==================== design 1
Figure 1. Drive-strength map (design 1).
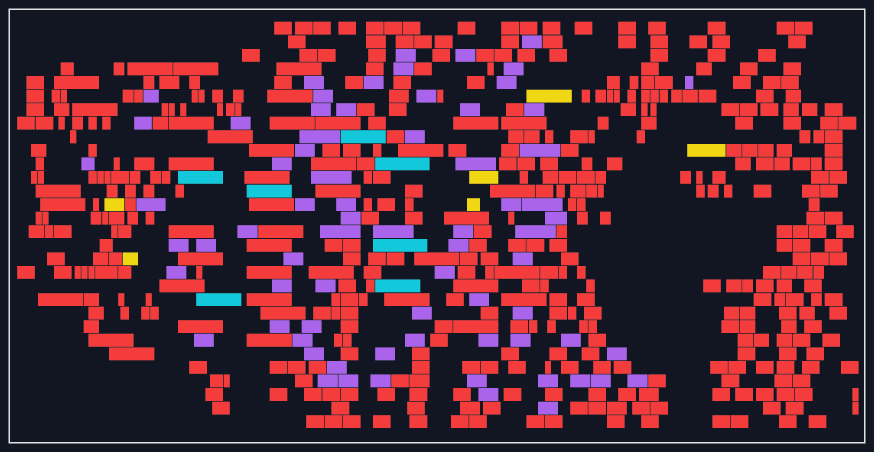

## src/rtl/mem_lsu_pkg.sv

```systemverilog
// Shared definitions for the MEM-stage load/store unit: aluop codes,
// FSM state encoding and big-endian byte-lane select constants.
package mem_lsu_pkg;

  localparam logic [7:0] EXE_NOP_OP = 8'b0000_0000;
  localparam logic [7:0] EXE_ADD_OP = 8'b0010_0000;
  localparam logic [7:0] EXE_LB_OP  = 8'b1110_0000;
  localparam logic [7:0] EXE_LH_OP  = 8'b1110_0001;
  localparam logic [7:0] EXE_LW_OP  = 8'b1110_0011;
  localparam logic [7:0] EXE_LBU_OP = 8'b1110_0100;
  localparam logic [7:0] EXE_LHU_OP = 8'b1110_0101;
  localparam logic [7:0] EXE_SB_OP  = 8'b1110_1000;
  localparam logic [7:0] EXE_SH_OP  = 8'b1110_1001;
  localparam logic [7:0] EXE_SW_OP  = 8'b1110_1011;

  typedef enum logic [1:0] {
    ST_IDLE  = 2'd0,
    ST_BUSY  = 2'd1,
    ST_DONE  = 2'd2,
    ST_DRAIN = 2'd3
  } lsu_state_t;

  // Lane 0 (address offset 00) is the most significant byte.
  localparam logic [3:0] SEL_B0   = 4'b1000;
  localparam logic [3:0] SEL_B1   = 4'b0100;
  localparam logic [3:0] SEL_B2   = 4'b0010;
  localparam logic [3:0] SEL_B3   = 4'b0001;
  localparam logic [3:0] SEL_H0   = 4'b1100;
  localparam logic [3:0] SEL_H1   = 4'b0011;
  localparam logic [3:0] SEL_WORD = 4'b1111;
  localparam logic [3:0] SEL_NONE = 4'b0000;

endpackage

```

## src/rtl/mem_lsu_align.sv

```systemverilog
// Combinational lane select, store replication, load extraction and
// misalignment detection for the load/store unit.
module mem_lsu_align
  import mem_lsu_pkg::*;
(
  input  logic [7:0]  aluop,
  input  logic [1:0]  addr_lo,
  input  logic [31:0] reg2,
  input  logic [31:0] rdata,
  output logic        is_mem,
  output logic        is_load,
  output logic        we,
  output logic        misalign,
  output logic [3:0]  sel,
  output logic [31:0] wdata,
  output logic [31:0] load_data
);

  logic [7:0]  byte_sel;
  logic [15:0] half_sel;
  logic [3:0]  byte_lane;
  logic [3:0]  half_lane;

  always_comb begin
    case (addr_lo)
      2'b00:   begin byte_sel = rdata[31:24]; byte_lane = SEL_B0; end
      2'b01:   begin byte_sel = rdata[23:16]; byte_lane = SEL_B1; end
      2'b10:   begin byte_sel = rdata[15:8];  byte_lane = SEL_B2; end
      default: begin byte_sel = rdata[7:0];   byte_lane = SEL_B3; end
    endcase
    half_sel  = addr_lo[1] ? rdata[15:0] : rdata[31:16];
    half_lane = addr_lo[1] ? SEL_H1 : SEL_H0;
  end

  always_comb begin
    is_mem    = 1'b1;
    is_load   = 1'b0;
    we        = 1'b0;
    misalign  = 1'b0;
    sel       = SEL_NONE;
    wdata     = 32'h0;
    load_data = 32'h0;
    case (aluop)
      EXE_LB_OP: begin
        is_load = 1'b1; sel = byte_lane;
        load_data = {{24{byte_sel[7]}}, byte_sel};
      end
      EXE_LBU_OP: begin
        is_load = 1'b1; sel = byte_lane;
        load_data = {24'h0, byte_sel};
      end
      EXE_LH_OP: begin
        is_load = 1'b1; sel = half_lane; misalign = addr_lo[0];
        load_data = {{16{half_sel[15]}}, half_sel};
      end
      EXE_LHU_OP: begin
        is_load = 1'b1; sel = half_lane; misalign = addr_lo[0];
        load_data = {16'h0, half_sel};
      end
      EXE_LW_OP: begin
        is_load = 1'b1; sel = SEL_WORD; misalign = (addr_lo != 2'b00);
        load_data = rdata;
      end
      EXE_SB_OP: begin
        we = 1'b1; sel = byte_lane; wdata = {4{reg2[7:0]}};
      end
      EXE_SH_OP: begin
        we = 1'b1; sel = half_lane; misalign = addr_lo[0];
        wdata = {2{reg2[15:0]}};
      end
      EXE_SW_OP: begin
        we = 1'b1; sel = SEL_WORD; misalign = (addr_lo != 2'b00);
        wdata = reg2;
      end
      default: is_mem = 1'b0;
    endcase
  end

endmodule

```

## src/rtl/mem_lsu.sv

```systemverilog
// MEM-stage load/store unit: req/ack data-bus FSM with timeout, read-data
// capture and write-back field generation toward mem_wb.
module mem_lsu
  import mem_lsu_pkg::*;
#(
  parameter int TIMEOUT_CYC = 255
) (
  input  logic        clk,
  input  logic        rst_n,
  input  logic [7:0]  mem_aluop,
  input  logic [4:0]  mem_wd,
  input  logic        mem_wreg,
  input  logic [31:0] mem_wdata,
  input  logic [31:0] mem_addr,
  input  logic [31:0] mem_reg2,
  input  logic        flush,
  output logic [4:0]  wb_wd,
  output logic        wb_wreg,
  output logic [31:0] wb_wdata,
  output logic        stallreq,
  output logic        misalign,
  output logic        bus_err,
  output logic        dbus_req,
  output logic        dbus_we,
  output logic [31:0] dbus_addr,
  output logic [3:0]  dbus_sel,
  output logic [31:0] dbus_wdata,
  input  logic        dbus_ack,
  input  logic [31:0] dbus_rdata
);

  localparam logic [7:0] TIMEOUT_LIM = 8'(TIMEOUT_CYC);

  lsu_state_t  state;
  logic [7:0]  cnt;
  logic [7:0]  cnt_inc;
  logic [31:0] rdata_q;
  logic        err_q;
  logic        is_mem;
  logic        is_load;
  logic        op_misalign;
  logic [31:0] load_data;
  logic        start;
  logic        timeout_hit;

  mem_lsu_align u_align (
    .aluop     (mem_aluop),
    .addr_lo   (mem_addr[1:0]),
    .reg2      (mem_reg2),
    .rdata     (rdata_q),
    .is_mem    (is_mem),
    .is_load   (is_load),
    .we        (dbus_we),
    .misalign  (op_misalign),
    .sel       (dbus_sel),
    .wdata     (dbus_wdata),
    .load_data (load_data)
  );

  assign misalign    = is_mem & op_misalign;
  assign start       = is_mem & ~op_misalign & ~flush;
  assign cnt_inc     = (cnt == 8'hFF) ? cnt : cnt + 8'd1;
  assign timeout_hit = (cnt_inc >= TIMEOUT_LIM);
  assign dbus_addr   = {mem_addr[31:2], 2'b00};
  assign bus_err     = err_q;

  always_ff @(posedge clk or negedge rst_n) begin
    if (!rst_n) begin
      state   <= ST_IDLE;
      cnt     <= 8'd0;
      rdata_q <= 32'h0;
      err_q   <= 1'b0;
    end else begin
      case (state)
        ST_IDLE: begin
          err_q <= 1'b0;
          if (start) begin
            state <= ST_BUSY;
            cnt   <= 8'd0;
          end
        end
        ST_BUSY: begin
          cnt <= cnt_inc;
          // Ack beats a same-cycle flush; mem_wb discards the result.
          if (dbus_ack) begin
            rdata_q <= dbus_rdata;
            state   <= ST_DONE;
          end else if (flush) begin
            state <= ST_DRAIN;
          end else if (timeout_hit) begin
            state <= ST_DONE;
            err_q <= 1'b1;
          end
        end
        ST_DONE: begin
          err_q <= 1'b0;
          state <= ST_IDLE;
        end
        default: begin
          cnt <= cnt_inc;
          if (dbus_ack || timeout_hit) state <= ST_IDLE;
        end
      endcase
    end
  end

  always_comb begin
    wb_wd    = mem_wd;
    wb_wreg  = 1'b0;
    wb_wdata = mem_wdata;
    dbus_req = 1'b0;
    stallreq = 1'b0;
    case (state)
      ST_IDLE: begin
        if (!is_mem || flush) begin
          wb_wreg = mem_wreg;
        end else if (!op_misalign) begin
          dbus_req = 1'b1;
          stallreq = 1'b1;
        end
      end
      ST_DONE: begin
        if (is_load && !err_q) begin
          wb_wreg  = mem_wreg;
          wb_wdata = load_data;
        end
      end
      default: begin
        dbus_req = 1'b1;
        stallreq = 1'b1;
      end
    endcase
  end

endmodule

```

## config.mk

```make
export PLATFORM = sky130hd
export DESIGN_NAME = mem_lsu
export DESIGN_NICKNAME = d
export VERILOG_FILES = /design/src/rtl/mem_lsu_pkg.sv /design/src/rtl/mem_lsu_align.sv /design/src/rtl/mem_lsu.sv
export SDC_FILE = /design/constraint.sdc
export NUM_CORES = 1
export LEC_CHECK = 0
export CAP_MARGIN = 20
export CELL_PAD_IN_SITES_DETAIL_PLACEMENT = 0
export CELL_PAD_IN_SITES_GLOBAL_PLACEMENT = 1
export CORE_ASPECT_RATIO = 0.5
export CORE_UTILIZATION = 29
export CTS_CLUSTER_DIAMETER = 40
export DETAILED_ROUTE_END_ITERATION = 10
export GPL_TIMING_DRIVEN = 1
export HOLD_SLACK_MARGIN = 0.15
export PLACE_DENSITY_LB_ADDON = 0.1
export RECOVER_POWER = 100
export SYNTH_ARGS = -nofsm -noshare
export SYNTH_HDL_FRONTEND = slang
export SYNTH_HIERARCHICAL = 1
export SYNTH_SLANG_ARGS = --single-unit
```

## constraint.sdc

```tcl
create_clock -name clk -period 8.4 [get_ports clk]
set_clock_uncertainty 0.05 [all_clocks]
set_input_delay 1.68 -clock clk [delete_from_list [all_inputs] [get_ports clk]]
set_output_delay 1.68 -clock clk [all_outputs]
set_load 0.02 [all_outputs]
```

==================== design 2
`src/rtl/veda_arbiter_pkg.sv`:
```
// Shared types and constants for the veda register-memory arbiter.
package veda_pkg;

    localparam int VEDA_DATA_W = 32;
    localparam int VEDA_ADDR_W = 5;

    // Port-select encoding, also used for last_grant.
    localparam logic PORT_A = 1'b0;
    localparam logic PORT_B = 1'b1;

    typedef enum logic [2:0] {
        INIT,
        IDLE,
        ISSUE,
        WAIT,
        DONE
    } veda_state_e;

    // The port that did not win most recently.
    function automatic logic other_port(input logic p);
        return ~p;
    endfunction

endpackage

```
`src/rtl/veda_arbiter_if.sv`:
```
// Requester handshake and memory command bus of the veda arbiter.
interface veda_arbiter_if
    import veda_pkg::*;
#(
    parameter int DATA_W = VEDA_DATA_W,
    parameter int ADDR_W = VEDA_ADDR_W
);

    // Requester A
    logic              req_a;
    logic              we_a;
    logic [ADDR_W-1:0] addr_a;
    logic [DATA_W-1:0] wdata_a;
    logic              ack_a;
    logic [DATA_W-1:0] rdata_a;

    // Requester B
    logic              req_b;
    logic              we_b;
    logic [ADDR_W-1:0] addr_b;
    logic [DATA_W-1:0] wdata_b;
    logic              ack_b;
    logic [DATA_W-1:0] rdata_b;

    // Status
    logic              ready;

    // Memory command port
    logic              mem_write_en;
    logic              mem_mode;
    logic [ADDR_W-1:0] mem_addr;
    logic [DATA_W-1:0] mem_data_in;
    logic [DATA_W-1:0] mem_data_out;

    // Environment side: requesters plus the memory itself.
    modport master (
        output req_a, we_a, addr_a, wdata_a,
        output req_b, we_b, addr_b, wdata_b,
        output mem_data_out,
        input  ack_a, rdata_a, ack_b, rdata_b, ready,
        input  mem_write_en, mem_mode, mem_addr, mem_data_in
    );

    // Arbiter side.
    modport slave (
        input  req_a, we_a, addr_a, wdata_a,
        input  req_b, we_b, addr_b, wdata_b,
        input  mem_data_out,
        output ack_a, rdata_a, ack_b, rdata_b, ready,
        output mem_write_en, mem_mode, mem_addr, mem_data_in
    );

endinterface

```
`src/rtl/veda_arbiter_rr_pick.sv`:
```
// Combinational two-way round-robin selector.
module veda_rr_pick
    import veda_pkg::*;
(
    input  logic req_a,
    input  logic req_b,
    input  logic last_grant,
    output logic grant_valid,
    output logic grant_sel
);

    // Single requester wins outright; on contention the port not served last wins.
    always_comb begin
        grant_valid = req_a | req_b;
        grant_sel   = PORT_A;
        if (req_a && req_b) begin
            grant_sel = other_port(last_grant);
        end else if (req_b) begin
            grant_sel = PORT_B;
        end
    end

endmodule

```
`src/rtl/veda_arbiter.sv`:
```
// Two-port round-robin arbiter/sequencer for the 32x32 veda register memory.
// Zero-fills the memory after reset, then serialises single-word transactions.
module veda_arbiter
    import veda_pkg::*;
#(
    parameter int DATA_W    = VEDA_DATA_W,
    parameter int ADDR_W    = VEDA_ADDR_W,
    parameter int INIT_ZERO = 1
)
(
    input  logic          clk,
    input  logic          rst,
    veda_arbiter_if.slave bus
);

    localparam int unsigned       DEPTH     = 2 ** ADDR_W;
    localparam logic [ADDR_W-1:0] LAST_ADDR = ADDR_W'(DEPTH - 1);

    veda_state_e       state, state_nxt;
    logic [ADDR_W-1:0] cnt, cnt_nxt;
    logic              last_grant, last_grant_nxt;
    logic              gsel, gsel_nxt;

    logic              grant_valid;
    logic              grant_sel;
    logic              sel_we;
    logic [ADDR_W-1:0] sel_addr;
    logic [DATA_W-1:0] sel_wdata;

    logic              ready_q, ready_nxt;
    logic              we_q, we_nxt;
    logic              mode_q, mode_nxt;
    logic [ADDR_W-1:0] addr_q, addr_nxt;
    logic [DATA_W-1:0] data_in_q, data_in_nxt;
    logic              ack_a_q, ack_a_nxt;
    logic              ack_b_q, ack_b_nxt;
    logic [DATA_W-1:0] rdata_a_q, rdata_a_nxt;
    logic [DATA_W-1:0] rdata_b_q, rdata_b_nxt;

    veda_rr_pick u_pick (
        .req_a       (bus.req_a),
        .req_b       (bus.req_b),
        .last_grant  (last_grant),
        .grant_valid (grant_valid),
        .grant_sel   (grant_sel)
    );

    // Route the winning requester's command fields.
    always_comb begin
        if (grant_sel == PORT_B) begin
            sel_we    = bus.we_b;
            sel_addr  = bus.addr_b;
            sel_wdata = bus.wdata_b;
        end else begin
            sel_we    = bus.we_a;
            sel_addr  = bus.addr_a;
            sel_wdata = bus.wdata_a;
        end
    end

    // State register plus all datapath and output registers.
    always_ff @(posedge clk) begin
        if (!rst) begin
            state      <= (INIT_ZERO != 0) ? INIT : IDLE;
            cnt        <= '0;
            last_grant <= PORT_B;
            gsel       <= PORT_A;
            ready_q    <= 1'b0;
            we_q       <= 1'b0;
            mode_q     <= 1'b0;
            addr_q     <= '0;
            data_in_q  <= '0;
            ack_a_q    <= 1'b0;
            ack_b_q    <= 1'b0;
            rdata_a_q  <= '0;
            rdata_b_q  <= '0;
        end else begin
            state      <= state_nxt;
            cnt        <= cnt_nxt;
            last_grant <= last_grant_nxt;
            gsel       <= gsel_nxt;
            ready_q    <= ready_nxt;
            we_q       <= we_nxt;
            mode_q     <= mode_nxt;
            addr_q     <= addr_nxt;
            data_in_q  <= data_in_nxt;
            ack_a_q    <= ack_a_nxt;
            ack_b_q    <= ack_b_nxt;
            rdata_a_q  <= rdata_a_nxt;
            rdata_b_q  <= rdata_b_nxt;
        end
    end

    // Next-state: init sweep, then a fixed four-cycle transaction loop.
    always_comb begin
        state_nxt = state;
        case (state)
            INIT:    if (cnt == LAST_ADDR) state_nxt = IDLE;
            IDLE:    if (grant_valid)      state_nxt = ISSUE;
            ISSUE:   state_nxt = WAIT;
            WAIT:    state_nxt = DONE;
            DONE:    state_nxt = IDLE;
            default: state_nxt = IDLE;
        endcase
    end

    // Next values of the registered outputs and bookkeeping for the current state.
    always_comb begin
        cnt_nxt        = cnt;
        last_grant_nxt = last_grant;
        gsel_nxt       = gsel;
        ready_nxt      = ready_q;
        we_nxt         = we_q;
        mode_nxt       = mode_q;
        addr_nxt       = addr_q;
        data_in_nxt    = data_in_q;
        ack_a_nxt      = 1'b0;
        ack_b_nxt      = 1'b0;
        rdata_a_nxt    = rdata_a_q;
        rdata_b_nxt    = rdata_b_q;

        case (state)
            INIT: begin
                we_nxt      = 1'b1;
                mode_nxt    = 1'b0;
                addr_nxt    = cnt;
                data_in_nxt = '0;
                cnt_nxt     = cnt + ADDR_W'(1);
            end
            IDLE: begin
                ready_nxt = 1'b1;
                we_nxt    = 1'b0;
                if (grant_valid) begin
                    we_nxt         = 1'b1;
                    mode_nxt       = ~sel_we;
                    addr_nxt       = sel_addr;
                    data_in_nxt    = sel_we ? sel_wdata : '0;
                    last_grant_nxt = grant_sel;
                    gsel_nxt       = grant_sel;
                end
            end
            ISSUE: begin
                we_nxt = 1'b0;
            end
            WAIT: begin
                // Memory registered its output on the ISSUE edge; hand it to the winner.
                if (gsel == PORT_B) begin
                    rdata_b_nxt = bus.mem_data_out;
                    ack_b_nxt   = 1'b1;
                end else begin
                    rdata_a_nxt = bus.mem_data_out;
                    ack_a_nxt   = 1'b1;
                end
            end
            default: ;
        endcase
    end

    assign bus.ready        = ready_q;
    assign bus.mem_write_en = we_q;
    assign bus.mem_mode     = mode_q;
    assign bus.mem_addr     = addr_q;
    assign bus.mem_data_in  = data_in_q;
    assign bus.ack_a        = ack_a_q;
    assign bus.ack_b        = ack_b_q;
    assign bus.rdata_a      = rdata_a_q;
    assign bus.rdata_b      = rdata_b_q;

endmodule
```
`src/flat_wrapper.sv`:
```
// flat-port wrapper written by rule: the top's interface ports become plain ports
module veda_arbiter_flat import veda_pkg::*;
#(
    parameter int DATA_W    = VEDA_DATA_W,
    parameter int ADDR_W    = VEDA_ADDR_W,
    parameter int INIT_ZERO = 1
)
  (clk, rst, bus_req_a, bus_we_a, bus_addr_a, bus_wdata_a, bus_req_b, bus_we_b, bus_addr_b, bus_wdata_b, bus_mem_data_out, bus_ack_a, bus_rdata_a, bus_ack_b, bus_rdata_b, bus_ready, bus_mem_write_en, bus_mem_mode, bus_mem_addr, bus_mem_data_in);
  veda_arbiter_if #(.DATA_W(DATA_W), .ADDR_W(ADDR_W)) bus_i ();
  input  logic clk;
  input  logic rst;
  input wire logic [$bits(bus_i.req_a)-1:0] bus_req_a;
  input wire logic [$bits(bus_i.we_a)-1:0] bus_we_a;
  input wire logic [$bits(bus_i.addr_a)-1:0] bus_addr_a;
  input wire logic [$bits(bus_i.wdata_a)-1:0] bus_wdata_a;
  input wire logic [$bits(bus_i.req_b)-1:0] bus_req_b;
  input wire logic [$bits(bus_i.we_b)-1:0] bus_we_b;
  input wire logic [$bits(bus_i.addr_b)-1:0] bus_addr_b;
  input wire logic [$bits(bus_i.wdata_b)-1:0] bus_wdata_b;
  input wire logic [$bits(bus_i.mem_data_out)-1:0] bus_mem_data_out;
  output wire logic [$bits(bus_i.ack_a)-1:0] bus_ack_a;
  output wire logic [$bits(bus_i.rdata_a)-1:0] bus_rdata_a;
  output wire logic [$bits(bus_i.ack_b)-1:0] bus_ack_b;
  output wire logic [$bits(bus_i.rdata_b)-1:0] bus_rdata_b;
  output wire logic [$bits(bus_i.ready)-1:0] bus_ready;
  output wire logic [$bits(bus_i.mem_write_en)-1:0] bus_mem_write_en;
  output wire logic [$bits(bus_i.mem_mode)-1:0] bus_mem_mode;
  output wire logic [$bits(bus_i.mem_addr)-1:0] bus_mem_addr;
  output wire logic [$bits(bus_i.mem_data_in)-1:0] bus_mem_data_in;
  assign bus_i.req_a = bus_req_a;
  assign bus_i.we_a = bus_we_a;
  assign bus_i.addr_a = bus_addr_a;
  assign bus_i.wdata_a = bus_wdata_a;
  assign bus_i.req_b = bus_req_b;
  assign bus_i.we_b = bus_we_b;
  assign bus_i.addr_b = bus_addr_b;
  assign bus_i.wdata_b = bus_wdata_b;
  assign bus_i.mem_data_out = bus_mem_data_out;
  assign bus_ack_a = bus_i.ack_a;
  assign bus_rdata_a = bus_i.rdata_a;
  assign bus_ack_b = bus_i.ack_b;
  assign bus_rdata_b = bus_i.rdata_b;
  assign bus_ready = bus_i.ready;
  assign bus_mem_write_en = bus_i.mem_write_en;
  assign bus_mem_mode = bus_i.mem_mode;
  assign bus_mem_addr = bus_i.mem_addr;
  assign bus_mem_data_in = bus_i.mem_data_in;
  veda_arbiter #(.DATA_W(DATA_W), .ADDR_W(ADDR_W), .INIT_ZERO(INIT_ZERO)) u_core (.clk(clk), .rst(rst), .bus(bus_i));
endmodule
```
`config.mk`:
```
export PLATFORM = sky130hd
export DESIGN_NAME = veda_arbiter_flat
export DESIGN_NICKNAME = d
export VERILOG_FILES = /design/src/rtl/veda_arbiter_pkg.sv /design/src/rtl/veda_arbiter_if.sv /design/src/rtl/veda_arbiter_rr_pick.sv /design/src/rtl/veda_arbiter.sv /design/src/flat_wrapper.sv
export SDC_FILE = /design/constraint.sdc
export NUM_CORES = 1
export LEC_CHECK = 0
export ABC_AREA = 1
export CAP_MARGIN = 10
export CORE_MARGIN = 2
export CORE_UTILIZATION = 45
export CTS_CLUSTER_SIZE = 8
export DETAILED_ROUTE_END_ITERATION = 6
export GPL_ROUTABILITY_DRIVEN = 0
export PLACE_DENSITY_LB_ADDON = 0.25
export SLEW_MARGIN = 10
export SYNTH_ARGS = -nofsm -noshare
export SYNTH_HDL_FRONTEND = slang
export SYNTH_SLANG_ARGS = --single-unit
export TNS_END_PERCENT = 100
```
`constraint.sdc`:
```
create_clock -name clk -period 3.4 [get_ports clk]
set_input_delay 0.51 -clock clk [delete_from_list [all_inputs] [get_ports clk]]
set_output_delay 0.51 -clock clk [all_outputs]
set_load 0.005 [all_outputs]
```
Figure 2. Where the registers sit (design 2).
Scale bar: 20 µm. Other sequential cells in the stronger gray, the rest of the logic in the fainter gray.
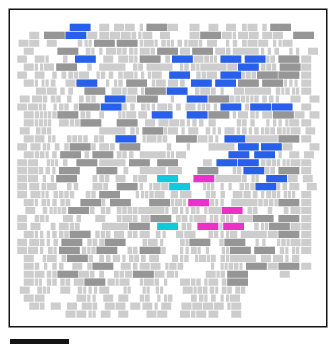
- magenta: u_core.cnt (flops 5)
- blue: u_core.bus.rdata_b (flops 32)
- cyan: u_core.state (flops 3)

==> results.tsv, design 2 <==
stage	metric	value	unit
cells_and_area	n_all_buffers	227	
critical_path	cp_common_cell	nand2_1	
synthesis	yosys_warnings	0	
global_routing	grt_usage	26.1	%
global_routing	overflow	0	
cells_and_area	regArea	2320	µm²
cts	cts.sinks	116	
hold_path	hold_path.class	reg -> reg	
detailed_routing	wl_met2	8.05	mm
synthesis	edf_count	0	
cells_and_area	flops	116	
global_routing	grt_use_met1	28.4	%
cells_and_area	final_common_cell	clkdlybuf4s50_1	
sta	setup_viol	0	
floorplanning	die-area	11600	µm²
cells_and_area	antennaDiodeCount	0	
status	status	finished clean	
cells_and_area	logic_gates	479	
detailed_routing	drt_iter0_drc	317	
## design 2: power breakdown
part | leakage (nW) | internal [mW] | switching, mW | total [mW]
registers | 0.935 | 1.37 | 0.00481 | 1.37
clock network | 0.261 | 0.986 | 0.614 | 1.60
logic | 1.59 | 0.148 | 0.114 | 0.262
total | 2.79 | 2.50 | 0.733 | 3.23
## design 2: kinds of logic after synthesis
logic type / count (synthesis) / synth area share (%)
and+or+nand+nor: 354 / 31.6
AOI/OAI and AO/OA: 123 / 12.7
DFF: 116 / 47.8
buffers and inverters: 69 / 7.34
adders and majority gates: 2 / 0.515
Figure 3. Routing congestion (design 1).
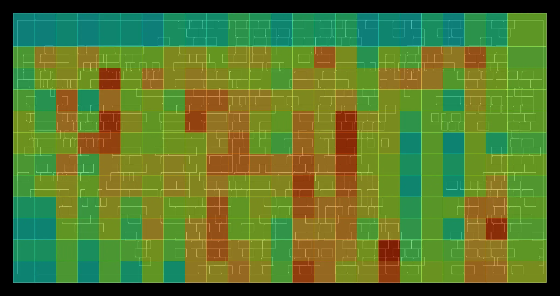
grt met1 use: 23.2%
grt met2 use: 33.3%
GRT Max-Usage Layer: met2
Global Route Usage Sum: 18.5%

Figure 4. Where the registers sit (design 1).
Scale bar: 50 µm. Other sequential cells in the stronger gray, the rest of the logic in the fainter gray.
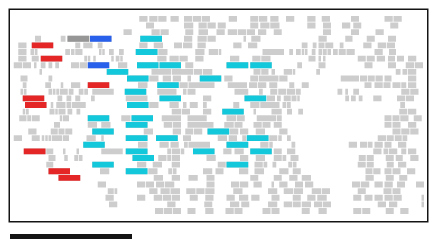
- blue: state (flops 2)
- cyan: rdata_q (flops 32)
- red: cnt (flops 8)
- not colored: 1
FF/Latch Area: 1080 µm²
flop share of the area: 18.0%
Final Util: 43.3%
seq pwr: 0.430 mW

About Figure 1:
- cyan: drive 6 and up (cells 7; most used clkbuf_16)
- red: drive 1 or less (cells 459; most used clkdlybuf4s50_1)
- purple: drive 2 (cells 72; most used mux2_2)
- yellow: drive 3 to 4 (cells 6)
bufs w/o clock: 190
Area Overhead vs Synth: 43.6%
finished layout cell area: 5960 µm²
post-route setup slack: 1.16 ns

==> results.tsv, design 1 <==
stage	metric	value	unit
sta	min_period	7.24	ns
power	p_comb_share	39.3	%
detailed_routing	drt-met1-wl	5.90	mm
sta	slew_violations	74	
power	p_comb	0.442	mW
synthesis	edf_count	0	
cts	cts_tree	done	
cts	clk_pin_slew	0.06	ns
synthesis	synthTopCellsByCount	mux2_2, dfrtp_1, buf_4	
floorplanning	num_rows	30	
critical_path	setup.worst_path.start	mem_aluop[1]	
job	cap_viol_max_count	2	
global_routing	grt_max_degree	44	
floorplanning	core_area	13800	µm²
power	p_clk_share	22.5	%
hold_path	min_from	rdata_q[11]	
sta	setup_viol	0	
synthesis	synthDistinctLibCells	60	
place	dp_hpwl	11.4	mm
status	status	complete, but fails checks	
status	violations	capacitance limit, slew limit	
cells_and_area	layout_top_cells	clkdlybuf4s50_1, dlygate4sd3_1, mux2_2, dfrtp_1, mux2i_1	
[design 1: stage by stage]
stage                     instances  area (µm²)
after floorplan                 418        4160
after global placement          727        5810
after detailed placement        727        5810
after CTS                       735        6000
after global routing            736        5960
final                           736        5960
[design 1: cell families (layout without fill, tap and decap cells)]
logic type,after synthesis,count (layout),share of synthesized area [%]
muxes,105,105,29.8
buffers and inverters,79,205,12.1
other,1,2,0.0903
AOI/OAI and AO/OA,94,94,17.4
adders and majority gates,1,1,0.301
and+or+nand+nor,93,93,14.3
DFF,43,43,25.9
xor gates and xnor gates,1,1,0.211

==================== design 3
==> src/rtl/ripple_count_capture.sv <==
`default_nettype none
// ============================================================================
// Module   : ripple_count_capture
// Brief    : Captures a rippling counter into the clock domain, reports settled
//            changes as (count, delta, wrap) events and keeps a running total.
// Revision : 1.0
// ============================================================================
module ripple_count_capture #(
    parameter int WIDTH       = 4,
    parameter int TOTAL_WIDTH = 16
) (
    input  logic                   Clk,
    input  logic                   Reset,
    input  logic [WIDTH-1:0]       Q_in,
    input  logic                   Clear,
    input  logic                   Out_ready,
    output logic                   Out_valid,
    output logic [WIDTH-1:0]       Count_out,
    output logic [WIDTH-1:0]       Delta_out,
    output logic                   Wrap,
    output logic [TOTAL_WIDTH-1:0] Total,
    output logic                   Overflow
);

    typedef enum logic [1:0] {
        S_PRIME = 2'd0,
        S_IDLE  = 2'd1,
        S_HOLD  = 2'd2
    } state_t;

    state_t               r_state;
    logic [WIDTH-1:0]     r_sync1;
    logic [WIDTH-1:0]     r_sync2;
    logic [WIDTH-1:0]     r_sync3;
    logic [WIDTH-1:0]     r_reported;
    logic [1:0]           r_prime_cnt;

    logic                 w_settled;
    logic                 w_slot_free;
    logic                 w_event;
    logic [WIDTH-1:0]     w_delta;
    logic [TOTAL_WIDTH:0] w_sum;

    // Two equal consecutive samples on sync2/sync3 mean the ripple has settled.
    assign w_settled   = (r_sync2 == r_sync3);
    assign w_slot_free = !Out_valid || Out_ready;
    assign w_delta     = r_sync2 - r_reported;
    assign w_event     = (r_state != S_PRIME) && w_settled &&
                         (r_sync2 != r_reported) && w_slot_free;
    assign w_sum       = {1'b0, Total} + {{(TOTAL_WIDTH + 1 - WIDTH){1'b0}}, w_delta};

    always_ff @(posedge Clk or negedge Reset) begin
        if (!Reset) begin
            r_sync1 <= '0;
            r_sync2 <= '0;
            r_sync3 <= '0;
        end else begin
            r_sync1 <= Q_in;
            r_sync2 <= r_sync1;
            r_sync3 <= r_sync2;
        end
    end

    always_ff @(posedge Clk or negedge Reset) begin
        if (!Reset) begin
            r_state     <= S_PRIME;
            r_prime_cnt <= 2'd0;
            r_reported  <= '0;
            Out_valid   <= 1'b0;
            Count_out   <= '0;
            Delta_out   <= '0;
            Wrap        <= 1'b0;
            Total       <= '0;
            Overflow    <= 1'b0;
        end else begin
            if ((r_state == S_PRIME) && (r_prime_cnt != 2'd3)) begin
                r_prime_cnt <= r_prime_cnt + 2'd1;
            end
            if (Clear) begin
                // Re-baseline on the current sample so no stale change is reported.
                Total      <= '0;
                Overflow   <= 1'b0;
                Out_valid  <= 1'b0;
                r_reported <= r_sync2;
                if (r_state != S_PRIME) begin
                    r_state <= S_IDLE;
                end
            end else begin
                case (r_state)
                    S_PRIME: begin
                        if ((r_prime_cnt == 2'd3) && w_settled) begin
                            r_reported <= r_sync2;
                            r_state    <= S_IDLE;
                        end
                    end
                    S_IDLE, S_HOLD: begin
                        if (w_event) begin
                            Out_valid  <= 1'b1;
                            Count_out  <= r_sync2;
                            Delta_out  <= w_delta;
                            Wrap       <= (r_sync2 < r_reported);
                            r_reported <= r_sync2;
                            Total      <= w_sum[TOTAL_WIDTH-1:0];
                            Overflow   <= Overflow | w_sum[TOTAL_WIDTH];
                            r_state    <= S_HOLD;
                        end else if (Out_valid && Out_ready) begin
                            Out_valid <= 1'b0;
                            r_state   <= S_IDLE;
                        end
                    end
                    default: begin
                        r_state <= S_PRIME;
                    end
                endcase
            end
        end
    end

endmodule
`default_nettype wire

==> config.mk <==
export PLATFORM = sky130hd
export DESIGN_NAME = ripple_count_capture
export DESIGN_NICKNAME = d
export VERILOG_FILES = /design/src/rtl/ripple_count_capture.sv
export SDC_FILE = /design/constraint.sdc
export NUM_CORES = 1
export LEC_CHECK = 0
export ABC_AREA = 1
export ABC_CLOCK_PERIOD_IN_PS = 2400
export CAP_MARGIN = 25
export CORE_AREA = 2 2 81 103
export CTS_CLUSTER_DIAMETER = 50
export DETAILED_ROUTE_END_ITERATION = 7
export DIE_AREA = 0 0 83 105
export GPL_TIMING_DRIVEN = 0
export PLACE_DENSITY = 0.56
export SYNTH_ARGS = -nofsm -noshare
export SYNTH_HDL_FRONTEND = slang
export SYNTH_SLANG_ARGS = --single-unit
==> constraint.sdc <==
create_clock -name Clk -period 2.4 [get_ports Clk]
set_input_delay 0.36 -clock Clk [delete_from_list [all_inputs] [get_ports Clk]]
set_output_delay 0.36 -clock Clk [all_outputs]
set_load 0.01 [all_outputs]
==================== design 4
==> src/rtl/pe_rf_loader_pkg.sv <==
// Shared PE loader definitions.
// State encoding and register-file geometry.
package pe_rf_loader_pkg;

  localparam int DATA_W_DEF = 16;
  localparam int ADDR_W_DEF = 4;
  localparam int RF_DEPTH   = 2 ** ADDR_W_DEF;

  typedef enum logic [1:0] {
    ST_IDLE = 2'd0,
    ST_LOAD = 2'd1,
    ST_DONE = 2'd2
  } ld_state_e;

endpackage

==> src/rtl/pe_rf_loader_if.sv <==
// Upstream word stream into the loader.
// Producer drives valid/data, loader drives ready.
interface pe_rf_loader_if #(
  parameter int DATA_W = 16
) ();

  logic              in_valid;
  logic [DATA_W-1:0] in_data;
  logic              in_ready;

  modport master (
    output in_valid,
    output in_data,
    input  in_ready
  );

  modport slave (
    input  in_valid,
    input  in_data,
    output in_ready
  );

endinterface

==> src/rtl/pe_rf_loader.sv <==
// Burst loader from a word stream into the PE register file.
// Writes are registered; done coincides with the last write.
module pe_rf_loader
  import pe_rf_loader_pkg::*;
#(
  parameter int DATA_W = DATA_W_DEF,
  parameter int ADDR_W = ADDR_W_DEF
) (
  input  logic              clk,
  input  logic              rst,
  input  logic              start,
  input  logic [ADDR_W-1:0] base_addr,
  input  logic [ADDR_W:0]   count,
  input  logic              abort,
  pe_rf_loader_if.slave     in_if,
  output logic              rf_we,
  output logic [ADDR_W-1:0] rf_waddr,
  output logic [DATA_W-1:0] rf_wdata,
  output logic              busy,
  output logic              done,
  output logic              start_err
);

  localparam logic [ADDR_W:0] MAX_CNT =
    (ADDR_W+1)'(2 ** ADDR_W);

  ld_state_e         state;
  ld_state_e         state_n;
  logic [ADDR_W-1:0] addr;
  logic [ADDR_W:0]   remaining;
  logic [ADDR_W:0]   count_c;
  logic              beat;
  logic              launch;

  assign count_c = (count > MAX_CNT) ? MAX_CNT : count;

  assign in_if.in_ready = (state == ST_LOAD);
  assign busy           = (state != ST_IDLE);
  assign done           = (state == ST_DONE);

  always_ff @(posedge clk) begin
    if (rst) begin
      state <= ST_IDLE;
    end else begin
      state <= state_n;
    end
  end

  // abort wins over a beat presented in the same cycle
  always_comb begin
    state_n = state;
    beat    = 1'b0;
    launch  = 1'b0;
    case (state)
      ST_IDLE: begin
        if (start) begin
          if (count_c == '0) begin
            state_n = ST_DONE;
          end else begin
            state_n = ST_LOAD;
            launch  = 1'b1;
          end
        end
      end
      ST_LOAD: begin
        if (abort) begin
          state_n = ST_IDLE;
        end else if (in_if.in_valid) begin
          beat = 1'b1;
          if (remaining == (ADDR_W+1)'(1)) begin
            state_n = ST_DONE;
          end
        end
      end
      ST_DONE: begin
        state_n = ST_IDLE;
      end
      default: begin
        state_n = ST_IDLE;
      end
    endcase
  end

  always_ff @(posedge clk) begin
    if (rst) begin
      addr      <= '0;
      remaining <= '0;
    end else if (launch) begin
      addr      <= base_addr;
      remaining <= count_c;
    end else if (beat) begin
      addr      <= addr + ADDR_W'(1);
      remaining <= remaining - (ADDR_W+1)'(1);
    end
  end

  always_ff @(posedge clk) begin
    if (rst) begin
      rf_we     <= 1'b0;
      rf_waddr  <= '0;
      rf_wdata  <= '0;
      start_err <= 1'b0;
    end else begin
      rf_we     <= beat;
      start_err <= start && (state != ST_IDLE);
      if (beat) begin
        rf_waddr <= addr;
        rf_wdata <= in_if.in_data;
      end
    end
  end

endmodule

==> src/flat_wrapper.sv <==
// flat-port wrapper written by rule: the top's interface ports become plain ports
module pe_rf_loader_flat import pe_rf_loader_pkg::*;
#(
  parameter int DATA_W = DATA_W_DEF,
  parameter int ADDR_W = ADDR_W_DEF
)
  (clk, rst, start, base_addr, count, abort, rf_we, rf_waddr, rf_wdata, busy, done, start_err, in_if_in_valid, in_if_in_data, in_if_in_ready);
  pe_rf_loader_if #(.DATA_W(DATA_W)) in_if_i ();
  input  logic clk;
  input  logic rst;
  input  logic start;
  input  logic [ADDR_W-1:0] base_addr;
  input  logic [ADDR_W:0] count;
  input  logic abort;
  output logic rf_we;
  output logic [ADDR_W-1:0] rf_waddr;
  output logic [DATA_W-1:0] rf_wdata;
  output logic busy;
  output logic done;
  output logic start_err;
  input wire logic [$bits(in_if_i.in_valid)-1:0] in_if_in_valid;
  input wire logic [$bits(in_if_i.in_data)-1:0] in_if_in_data;
  output wire logic [$bits(in_if_i.in_ready)-1:0] in_if_in_ready;
  assign in_if_i.in_valid = in_if_in_valid;
  assign in_if_i.in_data = in_if_in_data;
  assign in_if_in_ready = in_if_i.in_ready;
  pe_rf_loader #(.DATA_W(DATA_W), .ADDR_W(ADDR_W)) u_core (.clk(clk), .rst(rst), .start(start), .base_addr(base_addr), .count(count), .abort(abort), .in_if(in_if_i), .rf_we(rf_we), .rf_waddr(rf_waddr), .rf_wdata(rf_wdata), .busy(busy), .done(done), .start_err(start_err));
endmodule
==> config.mk <==
export PLATFORM = sky130hd
export DESIGN_NAME = pe_rf_loader_flat
export DESIGN_NICKNAME = d
export VERILOG_FILES = /design/src/rtl/pe_rf_loader_pkg.sv /design/src/rtl/pe_rf_loader_if.sv /design/src/rtl/pe_rf_loader.sv /design/src/flat_wrapper.sv
export SDC_FILE = /design/constraint.sdc
export NUM_CORES = 1
export LEC_CHECK = 0
export ABC_AREA = 1
export CELL_PAD_IN_SITES_DETAIL_PLACEMENT = 1
export CELL_PAD_IN_SITES_GLOBAL_PLACEMENT = 2
export CORE_ASPECT_RATIO = 0.9
export CORE_MARGIN = 2
export CORE_UTILIZATION = 25
export DETAILED_ROUTE_END_ITERATION = 7
export HOLD_SLACK_MARGIN = 0.03
export PLACE_DENSITY = 0.78
export SLEW_MARGIN = 10
export SYNTH_ARGS = -nofsm -noshare
export SYNTH_HDL_FRONTEND = slang
export SYNTH_SLANG_ARGS = --single-unit
==> constraint.sdc <==
create_clock -name clk -period 1.9 [get_ports clk]
set_input_delay 0.475 -clock clk [delete_from_list [all_inputs] [get_ports clk]]
set_output_delay 0.475 -clock clk [all_outputs]
set_load 0.01 [all_outputs]
==================== design 5
File: src/rtl/synapse_current_driver.sv
// Synapse current driver: buffers weighted spike events in a small FIFO and folds them into an
// exponentially decaying, saturating accumulator whose biased value is the registered neuron input current code.
module synapse_current_driver #(
    parameter int W_WIDTH     = 8,
    parameter int W_SHIFT     = 8,
    parameter int I_WIDTH     = 24,
    parameter int DECAY_SHIFT = 4,
    parameter int FIFO_DEPTH  = 4,
    parameter int BIAS        = 0,
    parameter int I_EXP       = -48
) (
    input  logic                      clk,
    input  logic                      rst,
    input  logic                      en,
    input  logic                      spike_valid,
    input  logic signed [W_WIDTH-1:0] spike_weight,
    output logic                      spike_ready,
    output logic signed [I_WIDTH-1:0] I_out,
    output logic                      busy,
    output logic [7:0]                sat_cnt
);

    localparam int PTR_W = $clog2(FIFO_DEPTH);
    localparam int CNT_W = PTR_W + 1;
    localparam int ADD_W = W_WIDTH + W_SHIFT;
    localparam int NW    = ((I_WIDTH > ADD_W) ? I_WIDTH : ADD_W) + 2;

    localparam logic [CNT_W-1:0]     FULL_CNT = CNT_W'(FIFO_DEPTH);
    localparam logic signed [NW-1:0] I_MAX    = {{(NW-I_WIDTH+1){1'b0}}, {(I_WIDTH-1){1'b1}}};
    localparam logic signed [NW-1:0] I_MIN    = ~I_MAX;
    localparam logic signed [NW-1:0] BIAS_EXT = NW'(BIAS);

    function automatic logic signed [I_WIDTH-1:0] sat_i(input logic signed [NW-1:0] v);
        if (v > I_MAX) return I_MAX[I_WIDTH-1:0];
        if (v < I_MIN) return I_MIN[I_WIDTH-1:0];
        return v[I_WIDTH-1:0];
    endfunction

    function automatic logic clips(input logic signed [NW-1:0] v);
        return (v > I_MAX) || (v < I_MIN);
    endfunction

    localparam logic signed [I_WIDTH-1:0] I_RST = sat_i(BIAS_EXT);

    if (FIFO_DEPTH < 2 || (FIFO_DEPTH & (FIFO_DEPTH - 1)) != 0) begin : g_bad_depth
        $error("FIFO_DEPTH must be a power of two and at least 2");
    end
    if (I_EXP >= 0) begin : g_bad_exp
        $error("I_EXP must be negative: the current LSB is a fraction of an ampere");
    end

    logic signed [W_WIDTH-1:0] mem_q [FIFO_DEPTH];
    logic [PTR_W-1:0]          wr_ptr_q, rd_ptr_q;
    logic [CNT_W-1:0]          count_q, count_d;
    logic signed [I_WIDTH-1:0] acc_q, acc_d;
    logic signed [I_WIDTH-1:0] i_out_q, i_out_d;
    logic [7:0]                sat_cnt_q, sat_cnt_d;

    logic                      full, empty, push, pop;
    logic signed [W_WIDTH-1:0] pop_weight;
    logic signed [NW-1:0]      acc_ext, dec, add, sum, out_sum;
    logic                      acc_clip, out_clip;

    // Ready looks only at the registered occupancy, so a full FIFO refuses even while popping.
    always_comb begin
        full        = (count_q == FULL_CNT);
        empty       = (count_q == '0);
        spike_ready = !full && !rst;
        push        = spike_valid && spike_ready;
        pop         = en && !empty;
        pop_weight  = mem_q[rd_ptr_q];
    end

    // NOTE: every always_comb output gets a value before any branch; otherwise a path that skips
    // the assignment would infer a latch.
    always_comb begin
        count_d = count_q;
        case ({push, pop})
            2'b10:   count_d = count_q + CNT_W'(1);
            2'b01:   count_d = count_q - CNT_W'(1);
            default: count_d = count_q;
        endcase
    end

    always_comb begin
        acc_ext = NW'(acc_q);
        dec     = acc_ext >>> DECAY_SHIFT;
        // Floor shift stalls small positive values above zero; force a unit step so they drain.
        if (dec == '0 && !acc_q[I_WIDTH-1] && acc_q != '0) dec = NW'(1);
        add      = pop ? (NW'(pop_weight) <<< W_SHIFT) : '0;
        sum      = acc_ext - dec + add;
        acc_d    = sat_i(sum);
        acc_clip = clips(sum);
        out_sum  = NW'(acc_d) + BIAS_EXT;
        i_out_d  = sat_i(out_sum);
        out_clip = clips(out_sum);
        sat_cnt_d = sat_cnt_q;
        if ((acc_clip || out_clip) && sat_cnt_q != 8'hFF) sat_cnt_d = sat_cnt_q + 8'd1;
    end

    // NOTE: state registers use non-blocking assignments so every register samples pre-edge
    // values; blocking assignments here would create order-dependent races between blocks.
    always_ff @(posedge clk) begin
        if (rst) begin
            wr_ptr_q  <= '0;
            rd_ptr_q  <= '0;
            count_q   <= '0;
            acc_q     <= '0;
            i_out_q   <= I_RST;
            sat_cnt_q <= '0;
        end else begin
            if (push) wr_ptr_q <= wr_ptr_q + PTR_W'(1);
            if (pop)  rd_ptr_q <= rd_ptr_q + PTR_W'(1);
            count_q <= count_d;
            if (en) begin
                acc_q     <= acc_d;
                i_out_q   <= i_out_d;
                sat_cnt_q <= sat_cnt_d;
            end
        end
    end

    // NOTE: the storage array is deliberately not reset; the count and pointers define which
    // entries are valid, and leaving the array reset-free lets it map to plain registers or RAM.
    always_ff @(posedge clk) begin
        if (push) mem_q[wr_ptr_q] <= spike_weight;
    end

    assign I_out   = i_out_q;
    assign sat_cnt = sat_cnt_q;
    assign busy    = !empty || (acc_q != '0);

endmodule

File: config.mk
export PLATFORM = sky130hd
export DESIGN_NAME = synapse_current_driver
export DESIGN_NICKNAME = d
export VERILOG_FILES = /design/src/rtl/synapse_current_driver.sv
export SDC_FILE = /design/constraint.sdc
export NUM_CORES = 1
export LEC_CHECK = 0
export CAP_MARGIN = 20
export CORE_UTILIZATION = 55
export CTS_CLUSTER_DIAMETER = 80
export DETAILED_ROUTE_END_ITERATION = 12
export PLACE_DENSITY = 0.78
export SYNTH_ARGS = -nofsm -noshare
export SYNTH_HDL_FRONTEND = slang
export SYNTH_SLANG_ARGS = --single-unit
File: constraint.sdc
create_clock -name clk -period 8.14 [get_ports clk]
set_input_delay 1.221 -clock clk [delete_from_list [all_inputs] [get_ports clk]]
set_output_delay 1.221 -clock clk [all_outputs]
set_load 0.01 [all_outputs]
Figure 5. Where the registers sit (design 4).
Scale bar: 20 µm. Other sequential cells in the stronger gray, the rest of the logic in the fainter gray.
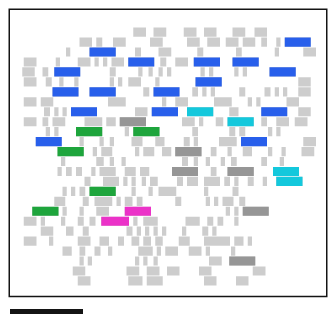
- green: u_core.remaining (flops 5; where west)
- blue: u_core.rf_wdata (flops 16)
- magenta: u_core.state (flops 2)
- cyan: u_core.rf_waddr (flops 4; where east)
- not colored: 6
FF/Latch Area: 662 µm²
Final Util: 38.8%
flop share of the area: 29.4%

Figure 6. Drive-strength map (design 4).
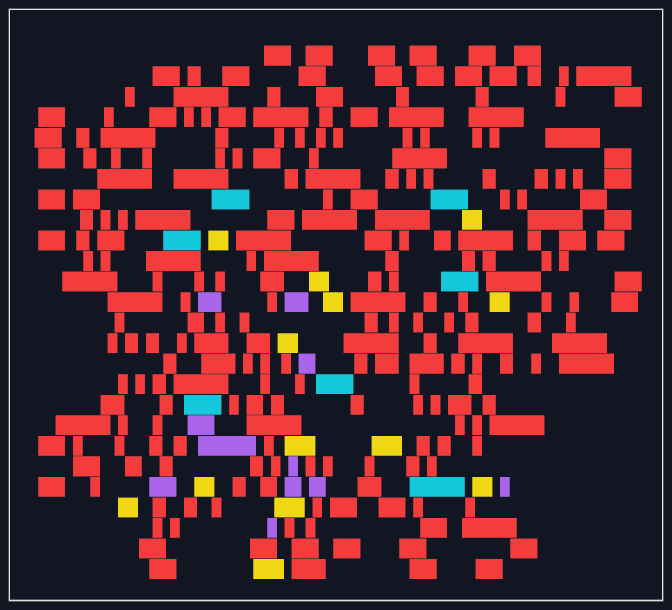
- purple: drive 2 (cells 11)
- cyan: drive 6 and up (cells 7; most used clkbuf_8)
- red: drive 1 or less (cells 233; most used clkdlybuf4s50_1)
- yellow: drive 3 to 4 (cells 13; most used buf_4)

==> results.tsv, design 4 <==
stage	metric	value	unit
hold_path	min_from	u_core.rf_waddr[0]	
synthesis	yosys_warnings	0	
global_routing	grt_use_met1	16.0	%
synthesis	synth_seq_share	43.3	%
global_routing	grtUsageMet2	22.9	%
synthesis	ys.flop_type	dfxtp_1	
job	cap_viol_max_count	0	
status	status	finished clean	
detailed_routing	dr.pass1.iters	4	
detailed_routing	wl_met2	2.05	mm
sta	fmax	556	MHz
place	io_buffers	54	
synthesis	ys_sh_xor	2.87	%
sta	setup_viol	0	
sta	hold_viol	0	
critical_path	reg2reg_to	u_core.remaining[1]	
synthesis	ys_cells	203	
synthesis	synth_flops	33	
place	pre_cts_ws	0.0728	ns
-- design 4: worst max-delay path: stages (launching register included) --
cell             delay [ns]
dfxtp_2                0.36
inv_2                  0.06
nor2_1                 0.08
clkdlybuf4s50_1        0.54
-- design 4: layout make-up --
| type | count | area, µm² |
|---|---|---|
| fillers | 733 | 3540 |
| multi-input cells | 144 | 739 |
| flip-flops and latches | 33 | 662 |
| repair buffers | 63 | 609 |
| well taps | 70 | 87.6 |
| clock buffers | 7 | 86.3 |
| inverters | 17 | 63.8 |
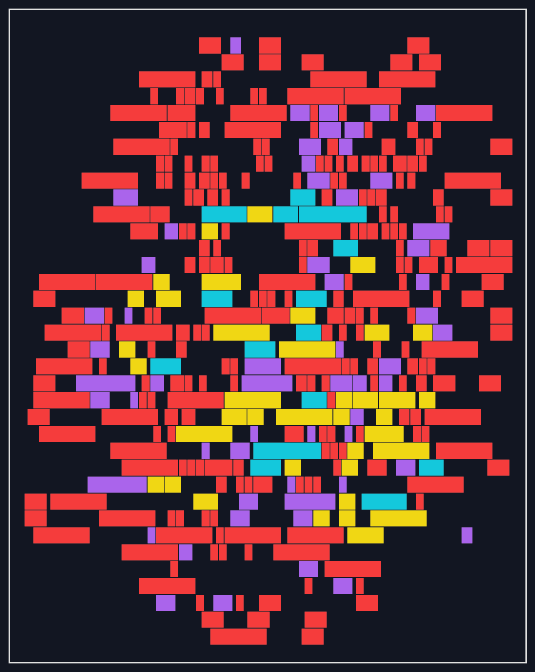
Figure 7: design 3, drive-strength map.
- purple: drive 2 (cells 58; most used o21ai_2)
- red: drive 1 or less (cells 267; most used nand2_1)
- yellow: drive 3 to 4 (cells 38; most used buf_4)
- cyan: drive 6 and up (cells 15; most used buf_6)

Figure 8. Where the registers sit (design 3).
Scale bar: 20 µm. Other sequential cells in the stronger gray, the rest of the logic in the fainter gray.
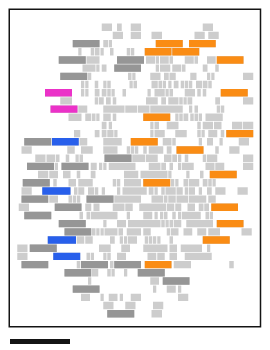
- orange: Total (flops 16)
- blue: r_sync2 (flops 4)
- magenta: r_prime_cnt (flops 2)
- not colored: 25

==> results.tsv, design 3 <==
stage	metric	value	unit
status	status	complete, but fails checks	
status	violations	hold timing, setup timing	
synthesis	post_synth_mux_area_share	0.426	%
sta	setup_ws	-0.0270	ns
critical_path	crit_family	adder cells	
synthesis	async_reset_ff_share	100	%
cells_and_area	regArea	1180	µm²
detailed_routing	vias	2223	
critical_path	reg2reg_to	Overflow	
detailed_routing	routed-wl-met3	133	µm
sta	setup_viol	4	
global_routing	use_met3	2.29	%
sta	rsz0062_at_grt	true	
sta	fmax	412	MHz
cells_and_area	flops	47	
cts	clk_pin_slew	0.10	ns
synthesis	yosys_warnings	0	
floorplanning	ios	35	
critical_path	critical_path_peak_fanout	6	
sta	whs	-0.00277	ns
floorplanning	die_y	105	µm
sta	hold_viol	5	
design 3: Yosys cell counts, drive strengths merged (5+ instances only):
library cell | number | area share [%]
nor2 | 22 | 4.6
xor2 | 5 | 1.7
o21ai | 21 | 6.4
nand4 | 6 | 1.4
nand3 | 32 | 6.5
buf | 5 | 1.9
inv | 35 | 5.0
a21oi | 9 | 1.7
ha | 12 | 5.7
nand2 | 108 | 16
dfrtp | 47 | 44
Figure 9. Metal 4 (design 5).
Scale bar: 20 µm.
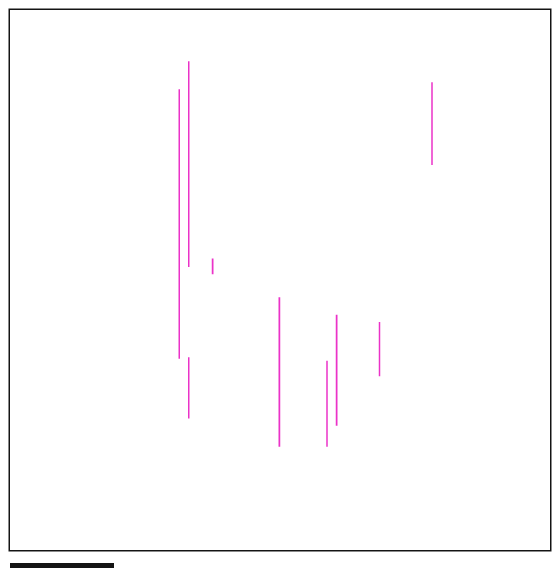
- longest straight run: 51.7 µm
- nets with wire on the layer: 6
- main direction: vertical
detailed-route via count: 4377
aggregate routed wire length: 12.4 mm

==> results.tsv, design 5 <==
stage	metric	value	unit
cells_and_area	n_all_buffers	49	
synthesis	netlist.top_cell.by_area	dfxtp_1	
cells_and_area	inverters	71	
cells_and_area	largest_class	logic gates	
sta	rsz0062_at_grt	false	
synthesis	top_area_share	22.7	%
synthesis	synth_flops	97	
critical_path	endpoint_kind	register	
synthesis	ys_sh_xor	4.68	%
global_routing	first_global_vias	4242	
status	status	finished clean	
cells_and_area	utilization	64.4	%
floorplanning	fp_util	57.7	%
synthesis	adder_share	14.6	%
cells_and_area	layout.nets	710	
cells_and_area	clockNetworkAreaShare	2.87	%
global_routing	overflow	0	
==> design 5: final timing paths <==
kind	from	to
max reg2reg	acc_q[23]	acc_q[22]
min reg2reg	I_out[10]	I_out[10]
min	I_out[10]	I_out[10]
max	en	acc_q[22]
==> design 5: sequential cells by signal, summed over array words and instances (netlist names), named ones only <==
register and cells:
mem_q 32, rd_ptr_q 2, acc_q 24, sat_cnt 8, I_out 24, wr_ptr_q 2
count_q 3
==> design 5: layer usage <==
metal	routed length (µm)	GRT usage (%)	part of all wire [%]
met5	0	0	0
met4	197	7.35	1.6
met3	623	4.82	5.0
met2	5960	39.3	48
met1	5610	31.6	45

==> screenshots <==
Routing congestion.
panel A
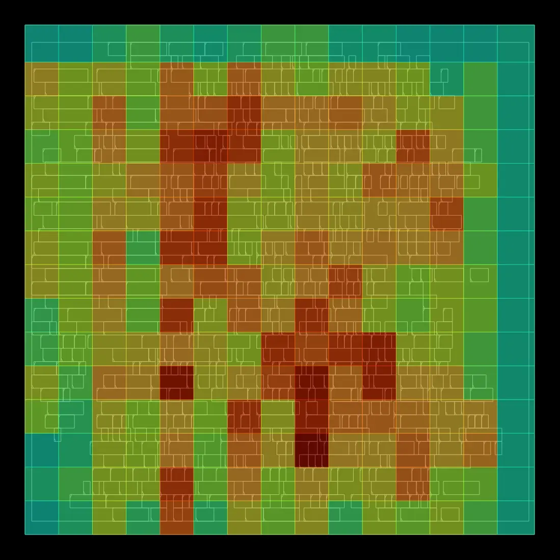
panel B
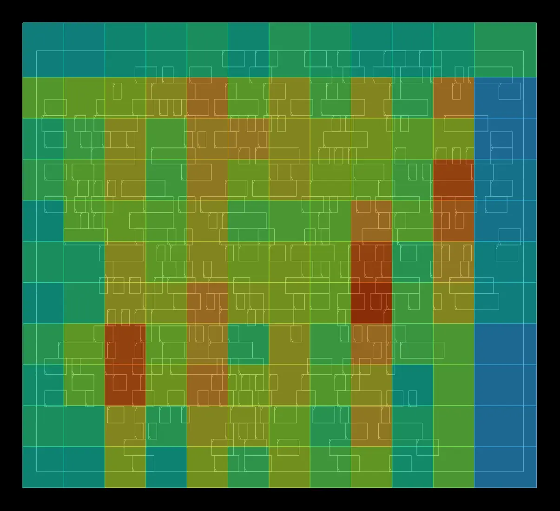
panel C
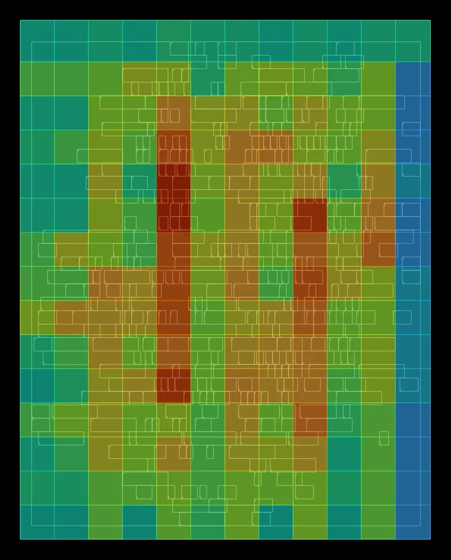
Panel B comes from design 4.
Panel C comes from design 3.
Panel A comes from design 5.
- highest track usage: panel A
- highest utilization: panel A



==> layout pictures side by side <==
Metal layers overlaid.
Two of the layers only.
(a)
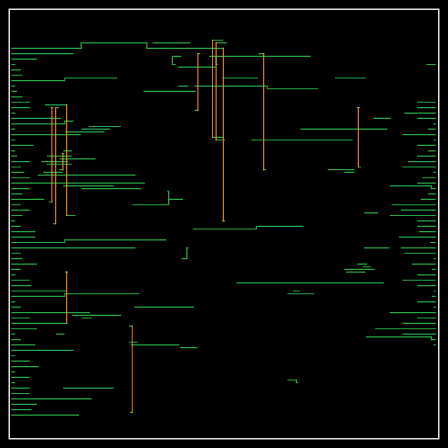
(b)
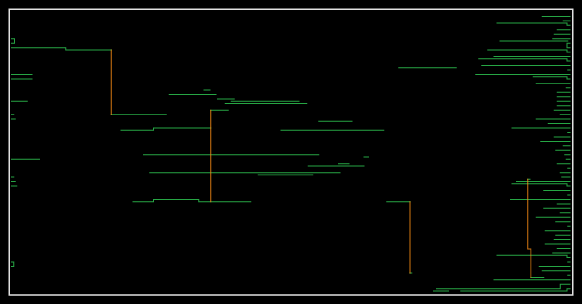
(c)
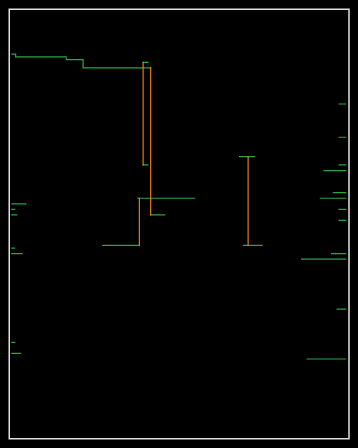
(d)
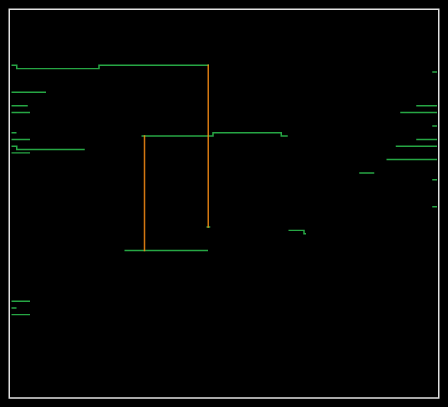
(e)
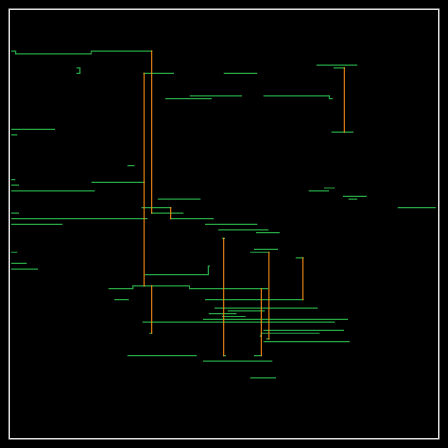
(c) is design 3.
(d) is design 4.
(a) is design 2.
(b) is design 1.
(e) is design 5.

Key to (c):
- green: met3 (wire length 134 µm)
- orange: met4 (wire length 94.5 µm)

Power and IR drop assume default switching activity.
